==================== block 1
## src/rtl/xor_unit_rr_arbiter_pkg.sv

```systemverilog
// Shared defaults and types for the XOR-unit round-robin arbiter and its selector.
package xor_arb_pkg;

  localparam int unsigned W   = 14;
  localparam int unsigned N   = 4;
  localparam int unsigned IDW = 2;
  localparam int unsigned CW  = 16;

  typedef logic [W-1:0]   xor_word_t;
  typedef logic [IDW-1:0] req_id_t;

  // Wrapping increment of a requester index modulo n.
  function automatic int unsigned rr_next(input int unsigned cur, input int unsigned n);
    return (cur + 1 >= n) ? 0 : cur + 1;
  endfunction

endpackage

```

## src/rtl/xor_unit_rr_arbiter_if.sv

```systemverilog
// Requester, shared-XOR-unit and result-handshake bundle for xor_unit_rr_arbiter.
interface xor_unit_rr_arbiter_if
  import xor_arb_pkg::*;
#(
  parameter int unsigned W   = xor_arb_pkg::W,
  parameter int unsigned N   = xor_arb_pkg::N,
  parameter int unsigned IDW = xor_arb_pkg::IDW
);

  logic [N-1:0]   req;
  logic [N*W-1:0] a_in;
  logic [N*W-1:0] b_in;
  logic [N-1:0]   gnt;
  logic [W-1:0]   xor_a;
  logic [W-1:0]   xor_b;
  logic [W-1:0]   xor_out;
  logic           out_valid;
  logic [W-1:0]   out_data;
  logic [IDW-1:0] out_id;
  logic           out_ready;

  // Arbiter side.
  modport master (
    input  req, a_in, b_in, xor_out, out_ready,
    output gnt, xor_a, xor_b, out_valid, out_data, out_id
  );

  // Requesters, XOR unit and downstream stage.
  modport slave (
    output req, a_in, b_in, xor_out, out_ready,
    input  gnt, xor_a, xor_b, out_valid, out_data, out_id
  );

endinterface

```

## src/rtl/xor_unit_rr_arbiter_rr_pick.sv

```systemverilog
// Combinational round-robin selector: first asserted req at or after ptr, wrapping mod N.
module rr_pick
  import xor_arb_pkg::*;
#(
  parameter int unsigned N   = xor_arb_pkg::N,
  parameter int unsigned IDW = xor_arb_pkg::IDW
) (
  input  logic [N-1:0]   req,
  input  logic [IDW-1:0] ptr,
  output logic [IDW-1:0] sel,
  output logic           any
);

  logic [IDW-1:0] idx;

  // Walk offsets from farthest to nearest so the nearest hit to ptr wins.
  always_comb begin
    sel = '0;
    any = 1'b0;
    idx = '0;
    for (int k = int'(N) - 1; k >= 0; k--) begin
      idx = IDW'((int'(ptr) + k) % int'(N));
      if (req[idx]) begin
        sel = idx;
        any = 1'b1;
      end
    end
  end

endmodule

```

## src/rtl/xor_unit_rr_arbiter.sv

```systemverilog
// Round-robin sharing of one XOR unit among N requesters with a tagged output register.
// Optional per-requester grant counters are built when XOR_ARB_STATS_EN is defined.
module xor_unit_rr_arbiter
  import xor_arb_pkg::*;
#(
  parameter int unsigned W   = xor_arb_pkg::W,
  parameter int unsigned N   = xor_arb_pkg::N,
  parameter int unsigned IDW = xor_arb_pkg::IDW
`ifdef XOR_ARB_STATS_EN
  ,
  parameter int unsigned CW  = xor_arb_pkg::CW
`endif
) (
  input  logic                  clk,
  input  logic                  rst,
  xor_unit_rr_arbiter_if.master bus
`ifdef XOR_ARB_STATS_EN
  ,
  input  logic                  stat_clr,
  output logic [N*CW-1:0]       stat_cnt
`endif
);

  logic [W-1:0]   a_word [N];
  logic [W-1:0]   b_word [N];

  logic [IDW-1:0] sel;
  logic           any;
  logic           can_accept;
  logic           grant;

  logic           out_valid_q, out_valid_d;
  logic [W-1:0]   out_data_q,  out_data_d;
  logic [IDW-1:0] out_id_q,    out_id_d;
  logic [IDW-1:0] ptr_q,       ptr_d;

  for (genvar i = 0; i < N; i++) begin : g_unpack
    assign a_word[i] = bus.a_in[i*W +: W];
    assign b_word[i] = bus.b_in[i*W +: W];
  end

  rr_pick #(
    .N   (N),
    .IDW (IDW)
  ) u_rr_pick (
    .req (bus.req),
    .ptr (ptr_q),
    .sel (sel),
    .any (any)
  );

  // A full register frees up in the same cycle it drains, giving back-to-back grants.
  assign can_accept = !out_valid_q || bus.out_ready;
  assign grant      = any && can_accept;

  // Operands follow the selection even while stalled so the unit output is already settled.
  assign bus.xor_a = any ? a_word[sel] : '0;
  assign bus.xor_b = any ? b_word[sel] : '0;
  assign bus.gnt   = grant ? (N'(1) << sel) : '0;

  always_comb begin
    out_valid_d = out_valid_q;
    out_data_d  = out_data_q;
    out_id_d    = out_id_q;
    ptr_d       = ptr_q;
    if (grant) begin
      out_valid_d = 1'b1;
      out_data_d  = bus.xor_out;
      out_id_d    = sel;
      ptr_d       = IDW'(rr_next(32'(sel), N));
    end else if (out_valid_q && bus.out_ready) begin
      out_valid_d = 1'b0;
    end
  end

  always_ff @(posedge clk) begin
    if (rst) begin
      out_valid_q <= 1'b0;
      out_data_q  <= '0;
      out_id_q    <= '0;
      ptr_q       <= '0;
    end else begin
      out_valid_q <= out_valid_d;
      out_data_q  <= out_data_d;
      out_id_q    <= out_id_d;
      ptr_q       <= ptr_d;
    end
  end

  assign bus.out_valid = out_valid_q;
  assign bus.out_data  = out_data_q;
  assign bus.out_id    = out_id_q;

`ifdef XOR_ARB_STATS_EN
  localparam logic [CW-1:0] CntMax = '1;

  logic [CW-1:0] cnt_q [N];

  // Clear wins over a same-cycle grant; counts stick at all-ones.
  always_ff @(posedge clk) begin
    for (int i = 0; i < int'(N); i++) begin
      if (rst || stat_clr) begin
        cnt_q[i] <= '0;
      end else if (bus.gnt[i] && (cnt_q[i] != CntMax)) begin
        cnt_q[i] <= cnt_q[i] + CW'(1);
      end
    end
  end

  for (genvar i = 0; i < N; i++) begin : g_stat_pack
    assign stat_cnt[i*CW +: CW] = cnt_q[i];
  end
`endif

endmodule

```

## src/flat_wrapper.sv

```systemverilog
// flat-port wrapper written by rule: the top's interface ports become plain ports
module xor_unit_rr_arbiter_flat import xor_arb_pkg::*;
#(
  parameter int unsigned W   = xor_arb_pkg::W,
  parameter int unsigned N   = xor_arb_pkg::N,
  parameter int unsigned IDW = xor_arb_pkg::IDW

)
  (clk, rst, bus_req, bus_a_in, bus_b_in, bus_xor_out, bus_out_ready, bus_gnt, bus_xor_a, bus_xor_b, bus_out_valid, bus_out_data, bus_out_id);
  xor_unit_rr_arbiter_if #(.W(W), .N(N), .IDW(IDW)) bus_i ();
  input  logic clk;
  input  logic rst;
  input wire logic [$bits(bus_i.req)-1:0] bus_req;
  input wire logic [$bits(bus_i.a_in)-1:0] bus_a_in;
  input wire logic [$bits(bus_i.b_in)-1:0] bus_b_in;
  input wire logic [$bits(bus_i.xor_out)-1:0] bus_xor_out;
  input wire logic [$bits(bus_i.out_ready)-1:0] bus_out_ready;
  output wire logic [$bits(bus_i.gnt)-1:0] bus_gnt;
  output wire logic [$bits(bus_i.xor_a)-1:0] bus_xor_a;
  output wire logic [$bits(bus_i.xor_b)-1:0] bus_xor_b;
  output wire logic [$bits(bus_i.out_valid)-1:0] bus_out_valid;
  output wire logic [$bits(bus_i.out_data)-1:0] bus_out_data;
  output wire logic [$bits(bus_i.out_id)-1:0] bus_out_id;
  assign bus_i.req = bus_req;
  assign bus_i.a_in = bus_a_in;
  assign bus_i.b_in = bus_b_in;
  assign bus_i.xor_out = bus_xor_out;
  assign bus_i.out_ready = bus_out_ready;
  assign bus_gnt = bus_i.gnt;
  assign bus_xor_a = bus_i.xor_a;
  assign bus_xor_b = bus_i.xor_b;
  assign bus_out_valid = bus_i.out_valid;
  assign bus_out_data = bus_i.out_data;
  assign bus_out_id = bus_i.out_id;
  xor_unit_rr_arbiter #(.W(W), .N(N), .IDW(IDW)) u_core (.clk(clk), .rst(rst), .bus(bus_i));
endmodule
```

## config.mk

```make
export PLATFORM = sky130hd
export DESIGN_NAME = xor_unit_rr_arbiter_flat
export DESIGN_NICKNAME = d
export VERILOG_FILES = /design/src/rtl/xor_unit_rr_arbiter_pkg.sv /design/src/rtl/xor_unit_rr_arbiter_if.sv /design/src/rtl/xor_unit_rr_arbiter_rr_pick.sv /design/src/rtl/xor_unit_rr_arbiter.sv /design/src/flat_wrapper.sv
export SDC_FILE = /design/constraint.sdc
export NUM_CORES = 1
export LEC_CHECK = 0
export CAP_MARGIN = 30
export CORE_UTILIZATION = 28
export DETAILED_ROUTE_END_ITERATION = 12
export GPL_ROUTABILITY_DRIVEN = 1
export GPL_TIMING_DRIVEN = 0
export PLACE_DENSITY = 0.81
export SYNTH_ARGS = -nofsm -noshare
export SYNTH_HDL_FRONTEND = slang
export SYNTH_SLANG_ARGS = --single-unit
```

## constraint.sdc

```tcl
create_clock -name clk -period 2.1 [get_ports clk]
set_input_delay 0.42 -clock clk [delete_from_list [all_inputs] [get_ports clk]]
set_output_delay 0.42 -clock clk [all_outputs]
set_load 0.1 [all_outputs]
```

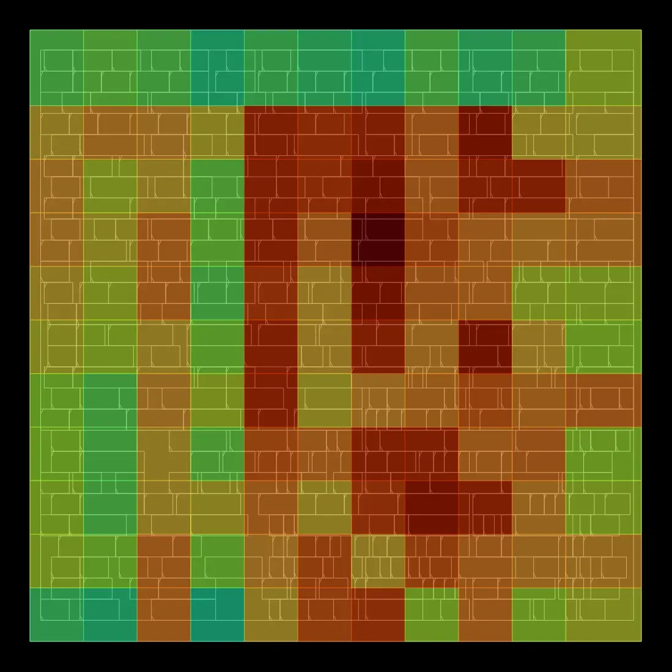
**Above:** block 1 (routing congestion).
global routing's busiest layer: met2
Wirelength per Cell: 21.5 um
GR Util met2: 0.626

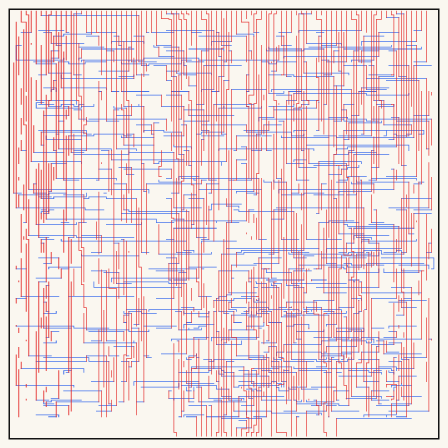
**Above:** block 1 (metal layers overlaid).
Only two layers are drawn.
| layer | color | wire length |
|---|---|---|
| met2 | red | 5710 um |
| met1 | blue | 3240 um |
All-Layer GR Usage: 0.312
via count: 2492
routed wire length: 10000 um

==> metrics.cfg <==
[timing]
setup_violations = 32
slew_violations = 0
holdWs_ns = 0.459
rsz0062_at_grt = yes
setup_ws_ns = -0.365

[outcome]
violations = negative setup slack
status = finished, violations left

[grt]
use_met1 = 0.305

[yosys]
yosys_cells = 202
fp_nets = 339
yosysUniqueCellTypes = 21
ys_sh_xor = 0

[cells_and_area]
stdcell_count = 466
lay_top_cells = 127 x clkdlybuf4s50_1, 34 x nand2_1, 28 x mux2i_4, 28 x o22ai_4, 24 x buf_12
num_antenna_cells = 0

[place]
port_buffers = 180
gp_congestion = 0.867

[power]
intPower_mw = 1.95
pg_seq_mw = 0.412

[clocking]
cts_tree = built

[worst_setup_path]
crit_buf_inv = 3
r2r_start = u_core.ptr_q[1]
path_depth = 8

[floorplan]
die-width_um = 78.7


==================== block 2
**Block 2: close-up of the layout**

Window x 52 to 77, y 9 to 34 um. Cells in gray, sequential cells in the stronger gray; small squares are vias.
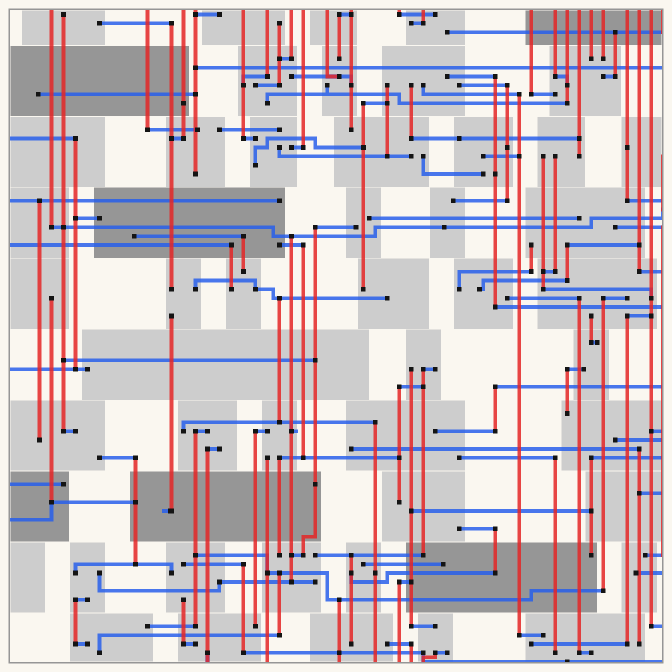
**Block 2: supply network**

Scale bar: 20 um. Pins as bars on the die edge. Tap cells in gray.
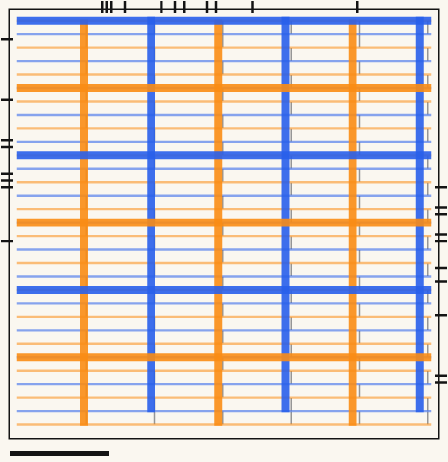
**Block 2: metal layers overlaid**

Only two layers are drawn.
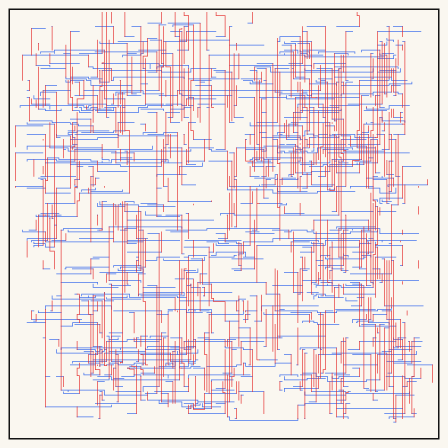
[config.mk]
export PLATFORM = sky130hd
export DESIGN_NAME = robot_step_scheduler
export DESIGN_NICKNAME = d
export VERILOG_FILES = /design/src/rtl/robot_step_scheduler_pkg.sv /design/src/rtl/key_debouncer.sv /design/src/rtl/robot_step_scheduler.sv
export SDC_FILE = /design/constraint.sdc
export NUM_CORES = 1
export LEC_CHECK = 0
export CAP_MARGIN = 10
export CELL_PAD_IN_SITES_DETAIL_PLACEMENT = 1
export CELL_PAD_IN_SITES_GLOBAL_PLACEMENT = 1
export CORE_UTILIZATION = 43
export DETAILED_ROUTE_END_ITERATION = 10
export PLACE_DENSITY_LB_ADDON = 0.1
export SETUP_SLACK_MARGIN = 0.1
export SLEW_MARGIN = 20
export SYNTH_ARGS = -nofsm -noshare
export SYNTH_HDL_FRONTEND = slang
export SYNTH_SLANG_ARGS = --single-unit
[constraint.sdc]
create_clock -name clock -period 2.4 [get_ports clock]
set_input_delay 0.72 -clock clock [delete_from_list [all_inputs] [get_ports clock]]
set_output_delay 0.72 -clock clock [all_outputs]
set_load 0.005 [all_outputs]
[src/rtl/robot_step_scheduler_pkg.sv]
// Shared types and constants for the robot step scheduler.
// FSM encodings and the frame-divider period table.
package robot_step_scheduler_pkg;

  typedef enum logic [1:0] {
    ST_IDLE  = 2'b00,
    ST_ARMED = 2'b01,
    ST_REQ   = 2'b10
  } sched_state_t;

  localparam int FRAME_W = 6;

  localparam logic [FRAME_W-1:0] PERIOD_SLOW = 6'd60;
  localparam logic [FRAME_W-1:0] PERIOD_MED  = 6'd30;
  localparam logic [FRAME_W-1:0] PERIOD_FAST = 6'd15;
  localparam logic [FRAME_W-1:0] PERIOD_MAX  = 6'd1;

  function automatic logic [FRAME_W-1:0] speed_period(input logic [1:0] spd);
    case (spd)
      2'b00:   speed_period = PERIOD_SLOW;
      2'b01:   speed_period = PERIOD_MED;
      2'b10:   speed_period = PERIOD_FAST;
      default: speed_period = PERIOD_MAX;
    endcase
  endfunction

endpackage

[src/rtl/key_debouncer.sv]
// Push-button conditioner: 2-flop synchroniser, stability counter, press pulse.
// Press pulse appears DEBOUNCE_CYCLES stable samples after the synchronised edge.
module key_debouncer #(
  parameter int DEBOUNCE_CYCLES = 500000
) (
  input  logic clock,
  input  logic reset,
  input  logic key_n,
  output logic level,
  output logic press
);

  localparam int CW = $clog2(DEBOUNCE_CYCLES + 1);
  localparam logic [CW-1:0] CNT_LAST = CW'(DEBOUNCE_CYCLES - 1);

  logic          r_sync1;
  logic          r_sync2;
  logic          r_level;
  logic          r_press;
  logic [CW-1:0] r_cnt;
  logic          w_flip;

  // The counter tracks consecutive samples that disagree with the accepted level.
  assign w_flip = (r_sync2 != r_level) && (r_cnt == CNT_LAST);

  always_ff @(posedge clock) begin
    if (reset) begin
      r_sync1 <= 1'b1;
      r_sync2 <= 1'b1;
      r_level <= 1'b1;
      r_press <= 1'b0;
      r_cnt   <= '0;
    end else begin
      r_sync1 <= key_n;
      r_sync2 <= r_sync1;
      r_press <= w_flip && !r_sync2;
      if (r_sync2 == r_level) begin
        r_cnt <= '0;
      end else if (w_flip) begin
        r_level <= r_sync2;
        r_cnt   <= '0;
      end else begin
        r_cnt <= r_cnt + 1'b1;
      end
    end
  end

  assign level = r_level;
  assign press = r_press;

endmodule

[src/rtl/robot_step_scheduler.sv]
// Turns manual key presses or frame-divider ticks into vblank-aligned step requests.
// step_req is held until step_ack or ACK_TIMEOUT cycles; one trigger can wait in the pending latch.
module robot_step_scheduler
  import robot_step_scheduler_pkg::*;
#(
  parameter int DEBOUNCE_CYCLES = 500000,
  parameter int ACK_TIMEOUT     = 1024,
  parameter int COUNT_W         = 16
) (
  input  logic               clock,
  input  logic               reset,
  input  logic               run,
  input  logic               auto_mode,
  input  logic [1:0]         speed,
  input  logic               step_key_n,
  input  logic               frame_end,
  input  logic               vblank,
  input  logic               step_ack,
  output logic               step_req,
  output logic               busy,
  output logic [COUNT_W-1:0] step_count,
  output logic               timeout_err
);

  localparam int AW = $clog2(ACK_TIMEOUT + 1);
  localparam logic [AW-1:0] ACK_LAST = AW'(ACK_TIMEOUT - 1);

  sched_state_t       r_state;
  logic               r_pending;
  logic               r_auto_q;
  logic [FRAME_W-1:0] r_frame_cnt;
  logic [AW-1:0]      r_ack_cnt;
  logic               r_step_req;
  logic               r_busy;
  logic [COUNT_W-1:0] r_step_count;
  logic               r_timeout_err;

  logic               w_key_level;
  logic               w_key_press;
  logic               w_mode_chg;
  logic               w_div_active;
  logic [FRAME_W-1:0] w_period_m1;
  logic               w_frame_hit;
  logic               w_trigger;

  key_debouncer #(
    .DEBOUNCE_CYCLES(DEBOUNCE_CYCLES)
  ) u_key (
    .clock (clock),
    .reset (reset),
    .key_n (step_key_n),
    .level (w_key_level),
    .press (w_key_press)
  );

  assign w_mode_chg   = (auto_mode != r_auto_q);
  assign w_div_active = run && auto_mode && !w_mode_chg;
  assign w_period_m1  = speed_period(speed) - 1'b1;
  // >= rather than == so lowering the period mid-count still fires promptly.
  assign w_frame_hit  = (r_frame_cnt >= w_period_m1);
  assign w_trigger    = (w_key_press && run && !auto_mode && !w_mode_chg) ||
                        (w_div_active && frame_end && w_frame_hit);

  always_ff @(posedge clock) begin
    if (reset) begin
      r_auto_q    <= auto_mode;
      r_frame_cnt <= '0;
      r_pending   <= 1'b0;
    end else begin
      r_auto_q <= auto_mode;
      if (!w_div_active) begin
        r_frame_cnt <= '0;
      end else if (frame_end) begin
        r_frame_cnt <= w_frame_hit ? '0 : r_frame_cnt + 1'b1;
      end
      if (!run || w_mode_chg) begin
        r_pending <= 1'b0;
      end else if (w_trigger) begin
        r_pending <= 1'b1;
      end else if (r_state == ST_IDLE) begin
        r_pending <= 1'b0;
      end
    end
  end

  always_ff @(posedge clock) begin
    if (reset) begin
      r_state       <= ST_IDLE;
      r_ack_cnt     <= '0;
      r_step_req    <= 1'b0;
      r_busy        <= 1'b0;
      r_step_count  <= '0;
      r_timeout_err <= 1'b0;
    end else begin
      case (r_state)
        ST_IDLE: begin
          if (r_pending && run && !w_mode_chg) begin
            r_state <= ST_ARMED;
            r_busy  <= 1'b1;
          end
        end
        ST_ARMED: begin
          if (!run || w_mode_chg) begin
            r_state <= ST_IDLE;
            r_busy  <= 1'b0;
          end else if (vblank) begin
            r_state    <= ST_REQ;
            r_step_req <= 1'b1;
            r_ack_cnt  <= '0;
          end
        end
        ST_REQ: begin
          // Ack takes priority over a timeout landing in the same cycle.
          if (step_ack) begin
            r_state      <= ST_IDLE;
            r_step_req   <= 1'b0;
            r_busy       <= 1'b0;
            r_step_count <= r_step_count + 1'b1;
          end else if (r_ack_cnt == ACK_LAST) begin
            r_state       <= ST_IDLE;
            r_step_req    <= 1'b0;
            r_busy        <= 1'b0;
            r_timeout_err <= 1'b1;
          end else begin
            r_ack_cnt <= r_ack_cnt + 1'b1;
          end
        end
        default: begin
          r_state    <= ST_IDLE;
          r_step_req <= 1'b0;
          r_busy     <= 1'b0;
        end
      endcase
    end
  end

  assign step_req    = r_step_req;
  assign busy        = r_busy;
  assign step_count  = r_step_count;
  assign timeout_err = r_timeout_err;

endmodule

==> metrics.cfg <==
[floorplan]
ioPinCount = 29

[power]
pg_seq_mw = 1.05
intPower_mw = 1.79
combPwrFrac = 0.032

[outcome]
status = complete, no violations

[cells_and_area]
inv_count = 12
clockBufferCount = 10
buffer_area_frac = 0.111
comb_share = 0.450

[clocking]
hold_buffers = 0
worstSkewPairLatency_ns = 0.34
cts_buffers = 9

[drt]
ant_nets = 0

[worst_setup_path]
crit_family = simple AND/OR/NAND/NOR gates

[yosys]
yosysTopAreaCellShare = 0.411

[timing]
rsz0062_at_grt = no
slew_violations = 0

[grt]
grt_pass1_vias = 2775

## Picture notes: 'close-up of the layout' of block 2
| layer | color |
|---|---|
| met2 | red |
| met1 | blue |
sequential cells in the window: 4
most frequent: ha_1 (6), nor2_1 (5)
cells with their middle in the window: 44
netlist names of flops here include: r_frame_cnt (3), r_auto_q (1)

## Picture notes: 'supply network' of block 2
| net | color |
|---|---|
| VDD | blue |
| VSS | orange |
tap cells: 96
signal pins: 29
core area: 6830 um2
Horiz. Die Dim: 86.5 um
Max IR drop VDD: 0.297 mV

## Picture notes: 'metal layers overlaid' of block 2
| layer | color | wire length |
|---|---|---|
| met1 | blue | 3640 um |
| met2 | red | 3760 um |


==================== block 3
$ cat config.mk
export PLATFORM = sky130hd
export DESIGN_NAME = pipe_list
export DESIGN_NICKNAME = d
export VERILOG_FILES = /design/src/rtl/pipe_list_pkg.sv /design/src/rtl/pipe_list.sv
export SDC_FILE = /design/constraint.sdc
export NUM_CORES = 1
export LEC_CHECK = 0
export CORE_MARGIN = 1
export CORE_UTILIZATION = 45
export DETAILED_ROUTE_END_ITERATION = 16
export MAX_ROUTING_LAYER = met4
export PLACE_DENSITY = 0.65
export SLEW_MARGIN = 30
export SYNTH_ARGS = -nofsm -noshare
export SYNTH_HDL_FRONTEND = slang
export SYNTH_SLANG_ARGS = --single-unit
$ cat constraint.sdc
create_clock -name clk -period 4 [get_ports clk]
set_input_delay 0.8 -clock clk [delete_from_list [all_inputs] [get_ports clk]]
set_output_delay 0.8 -clock clk [all_outputs]
set_load 0.01 [all_outputs]
$ cat src/rtl/pipe_list_pkg.sv
// Shared types and screen constants for the pipe game datapath.
package pipe_list_pkg;

    // Visible play-field size in pixels.
    localparam int SCREEN_W = 640;
    localparam int SCREEN_H = 480;

    // Default number of pipes the game keeps on screen at once.
    localparam int PIPE_CAPACITY = 16;

    // x is signed so a pipe can keep scrolling past the left edge
    // before it is retired.
    typedef struct packed {
        logic signed [11:0] x;
        logic        [10:0] y;
    } pipe_t;

    // Convenience constructor for a pipe record.
    function automatic pipe_t make_pipe(input logic signed [11:0] x,
                                        input logic        [10:0] y);
        pipe_t p;
        p.x = x;
        p.y = y;
        return p;
    endfunction

endpackage

$ cat src/rtl/pipe_list.sv
// Ordered, fixed-capacity list of pipe records. New pipes are appended at
// the tail; one iteration pass walks the list oldest-first, letting the
// caller rewrite each element in place or drop it. Dropped elements are
// compacted out during the same pass by a separate write pointer.
module pipe_list
    import pipe_list_pkg::*;
#(
    parameter int CAPACITY = PIPE_CAPACITY,
    parameter int COUNT_W  = $clog2(CAPACITY + 1)
) (
    input  logic               clk,
    input  logic               rst,
    input  logic               ce,
    output logic [COUNT_W-1:0] count,
    input  logic               insert_en,
    input  pipe_t              insert_data,
    input  logic               iter_start,
    input  pipe_t              iter_in,
    output pipe_t              iter_out,
    output logic               iter_out_valid,
    input  logic               iter_remove
);

    localparam int IDX_W = (CAPACITY > 1) ? $clog2(CAPACITY) : 1;

    pipe_t              mem_reg [CAPACITY];
    logic [COUNT_W-1:0] count_reg;
    logic [COUNT_W-1:0] rd_reg;
    logic [COUNT_W-1:0] wr_reg;
    logic               active_reg;

    logic               insert_accept;
    logic               step;
    logic               keep;
    logic               last_step;
    logic [COUNT_W-1:0] wr_next;
    logic [COUNT_W-1:0] last_pos;
    logic [IDX_W-1:0]   rd_idx;
    logic [IDX_W-1:0]   wr_idx;
    logic [IDX_W-1:0]   tail_idx;
    logic [IDX_W-1:0]   last_idx;

    // Decode of the current cycle's actions. Insert and step are mutually
    // exclusive because insert is only accepted while no pass is active.
    always_comb begin
        insert_accept = insert_en && !active_reg && (count_reg < COUNT_W'(CAPACITY));
        step          = active_reg && (rd_reg < count_reg);
        keep          = step && !iter_remove;
        wr_next       = keep ? (wr_reg + COUNT_W'(1)) : wr_reg;
        last_step     = step && ((rd_reg + COUNT_W'(1)) == count_reg);
        last_pos      = count_reg - COUNT_W'(1);
        rd_idx        = rd_reg[IDX_W-1:0];
        wr_idx        = wr_reg[IDX_W-1:0];
        tail_idx      = count_reg[IDX_W-1:0];
        last_idx      = last_pos[IDX_W-1:0];
    end

    // Output view: the live element during a pass, otherwise the newest pipe.
    always_comb begin
        iter_out_valid = step;
        count          = count_reg;
        if (step) begin
            iter_out = mem_reg[rd_idx];
        end else if (count_reg != '0) begin
            iter_out = mem_reg[last_idx];
        end else begin
            iter_out = '0;
        end
    end

    // Record storage: tail append on insert, compacting write-back during a pass.
    always_ff @(posedge clk or negedge rst) begin
        if (!rst) begin
            for (int i = 0; i < CAPACITY; i++) begin
                mem_reg[i] <= '0;
            end
        end else if (ce) begin
            if (insert_accept) begin
                mem_reg[tail_idx] <= insert_data;
            end else if (keep) begin
                mem_reg[wr_idx] <= iter_in;
            end
        end
    end

    // Pass sequencing and occupancy count.
    always_ff @(posedge clk or negedge rst) begin
        if (!rst) begin
            count_reg  <= '0;
            rd_reg     <= '0;
            wr_reg     <= '0;
            active_reg <= 1'b0;
        end else if (ce) begin
            if (insert_accept) begin
                count_reg <= count_reg + COUNT_W'(1);
            end
            if (!active_reg) begin
                // A start in the same cycle as an accepted insert still
                // covers the new entry, since the pass reads count next cycle.
                if (iter_start) begin
                    active_reg <= 1'b1;
                    rd_reg     <= '0;
                    wr_reg     <= '0;
                end
            end else if (step) begin
                rd_reg <= rd_reg + COUNT_W'(1);
                wr_reg <= wr_next;
                if (last_step) begin
                    count_reg  <= wr_next;
                    active_reg <= 1'b0;
                end
            end else begin
                // Pass over an empty list: nothing to present, just finish.
                active_reg <= 1'b0;
            end
        end
    end

endmodule

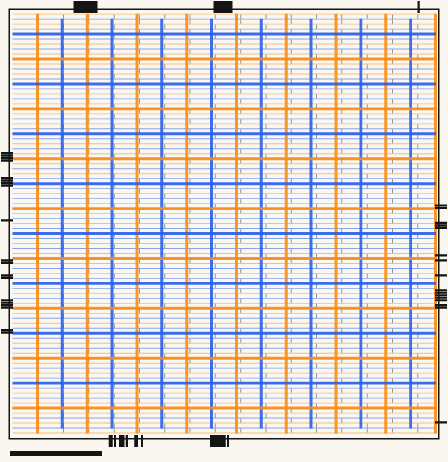
**Above:** block 3 (supply network).
Scale bar: 50 um. Pins as bars on the die edge. Tap cells in gray.
| net | color |
|---|---|
| VDD | blue |
| VSS | orange |
signal pins: 81
met4 straps: 17
met1 rails: 85
core area: 52800 um2
Max IR drop VDD: 0.470 mV
die height: 233 um
Horiz. Die Dim: 233 um

==> metrics.cfg <==
[worst_setup_path]
regToRegSetupSlack_ns = 0.95
cp_cell_sequence = inv_4 -> ha_4 -> xor2_4 -> buf_12 -> buf_16 -> buf_12 -> mux4_2 -> mux2_4 -> o21ai_4 -> o22ai_4 -> buf_6

[timing]
setup_violations = 6
finalHoldViolCount = 0
setup_ws_ns = -0.0312

[power]
p_per_area_nw_per_um2 = 890
power.switching_mw = 10.3
power_leader = combinational cells
seq_power_share = 0.272

[clocking]
hold_buffers = 0
htree_levels = 2
cts_setup_buffers = 13

[grt]
grt_pass1_vias = 20200
grt_antenna_before_repair = 6

[drt]
drtPass1Iterations = 14
drc = 6

[cells_and_area]
dominant-cell-class = logic gates
fin_nets = 1995
sh_seq_area = 0.347
fill_cells = 4452

[outcome]
violations = design-rule violations, negative setup slack
status = finished, violations left

[yosys]
top_cells_by_area = dfrtp_1 40%, mux4_2 17%, o2bb2ai_1 13%
yosysTopAreaCellShare = 0.399
syn_area_um2 = 24100

[floorplan]
dieArea_um2 = 54500

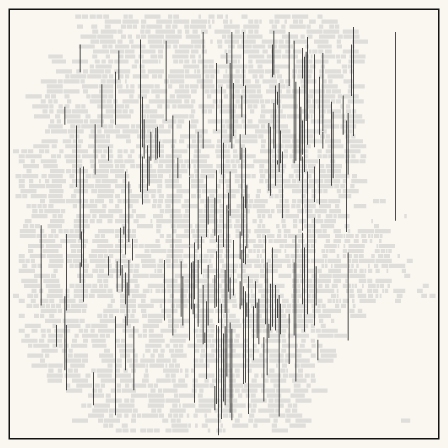
**Above:** block 3 (signal wires on met4).
nets with wire on the layer: 99
wire length on this layer: 5650 um
routed wire length: 96300 um
via count: 21000


Power figures rest on the tool's default switching activity, not on a simulated workload.
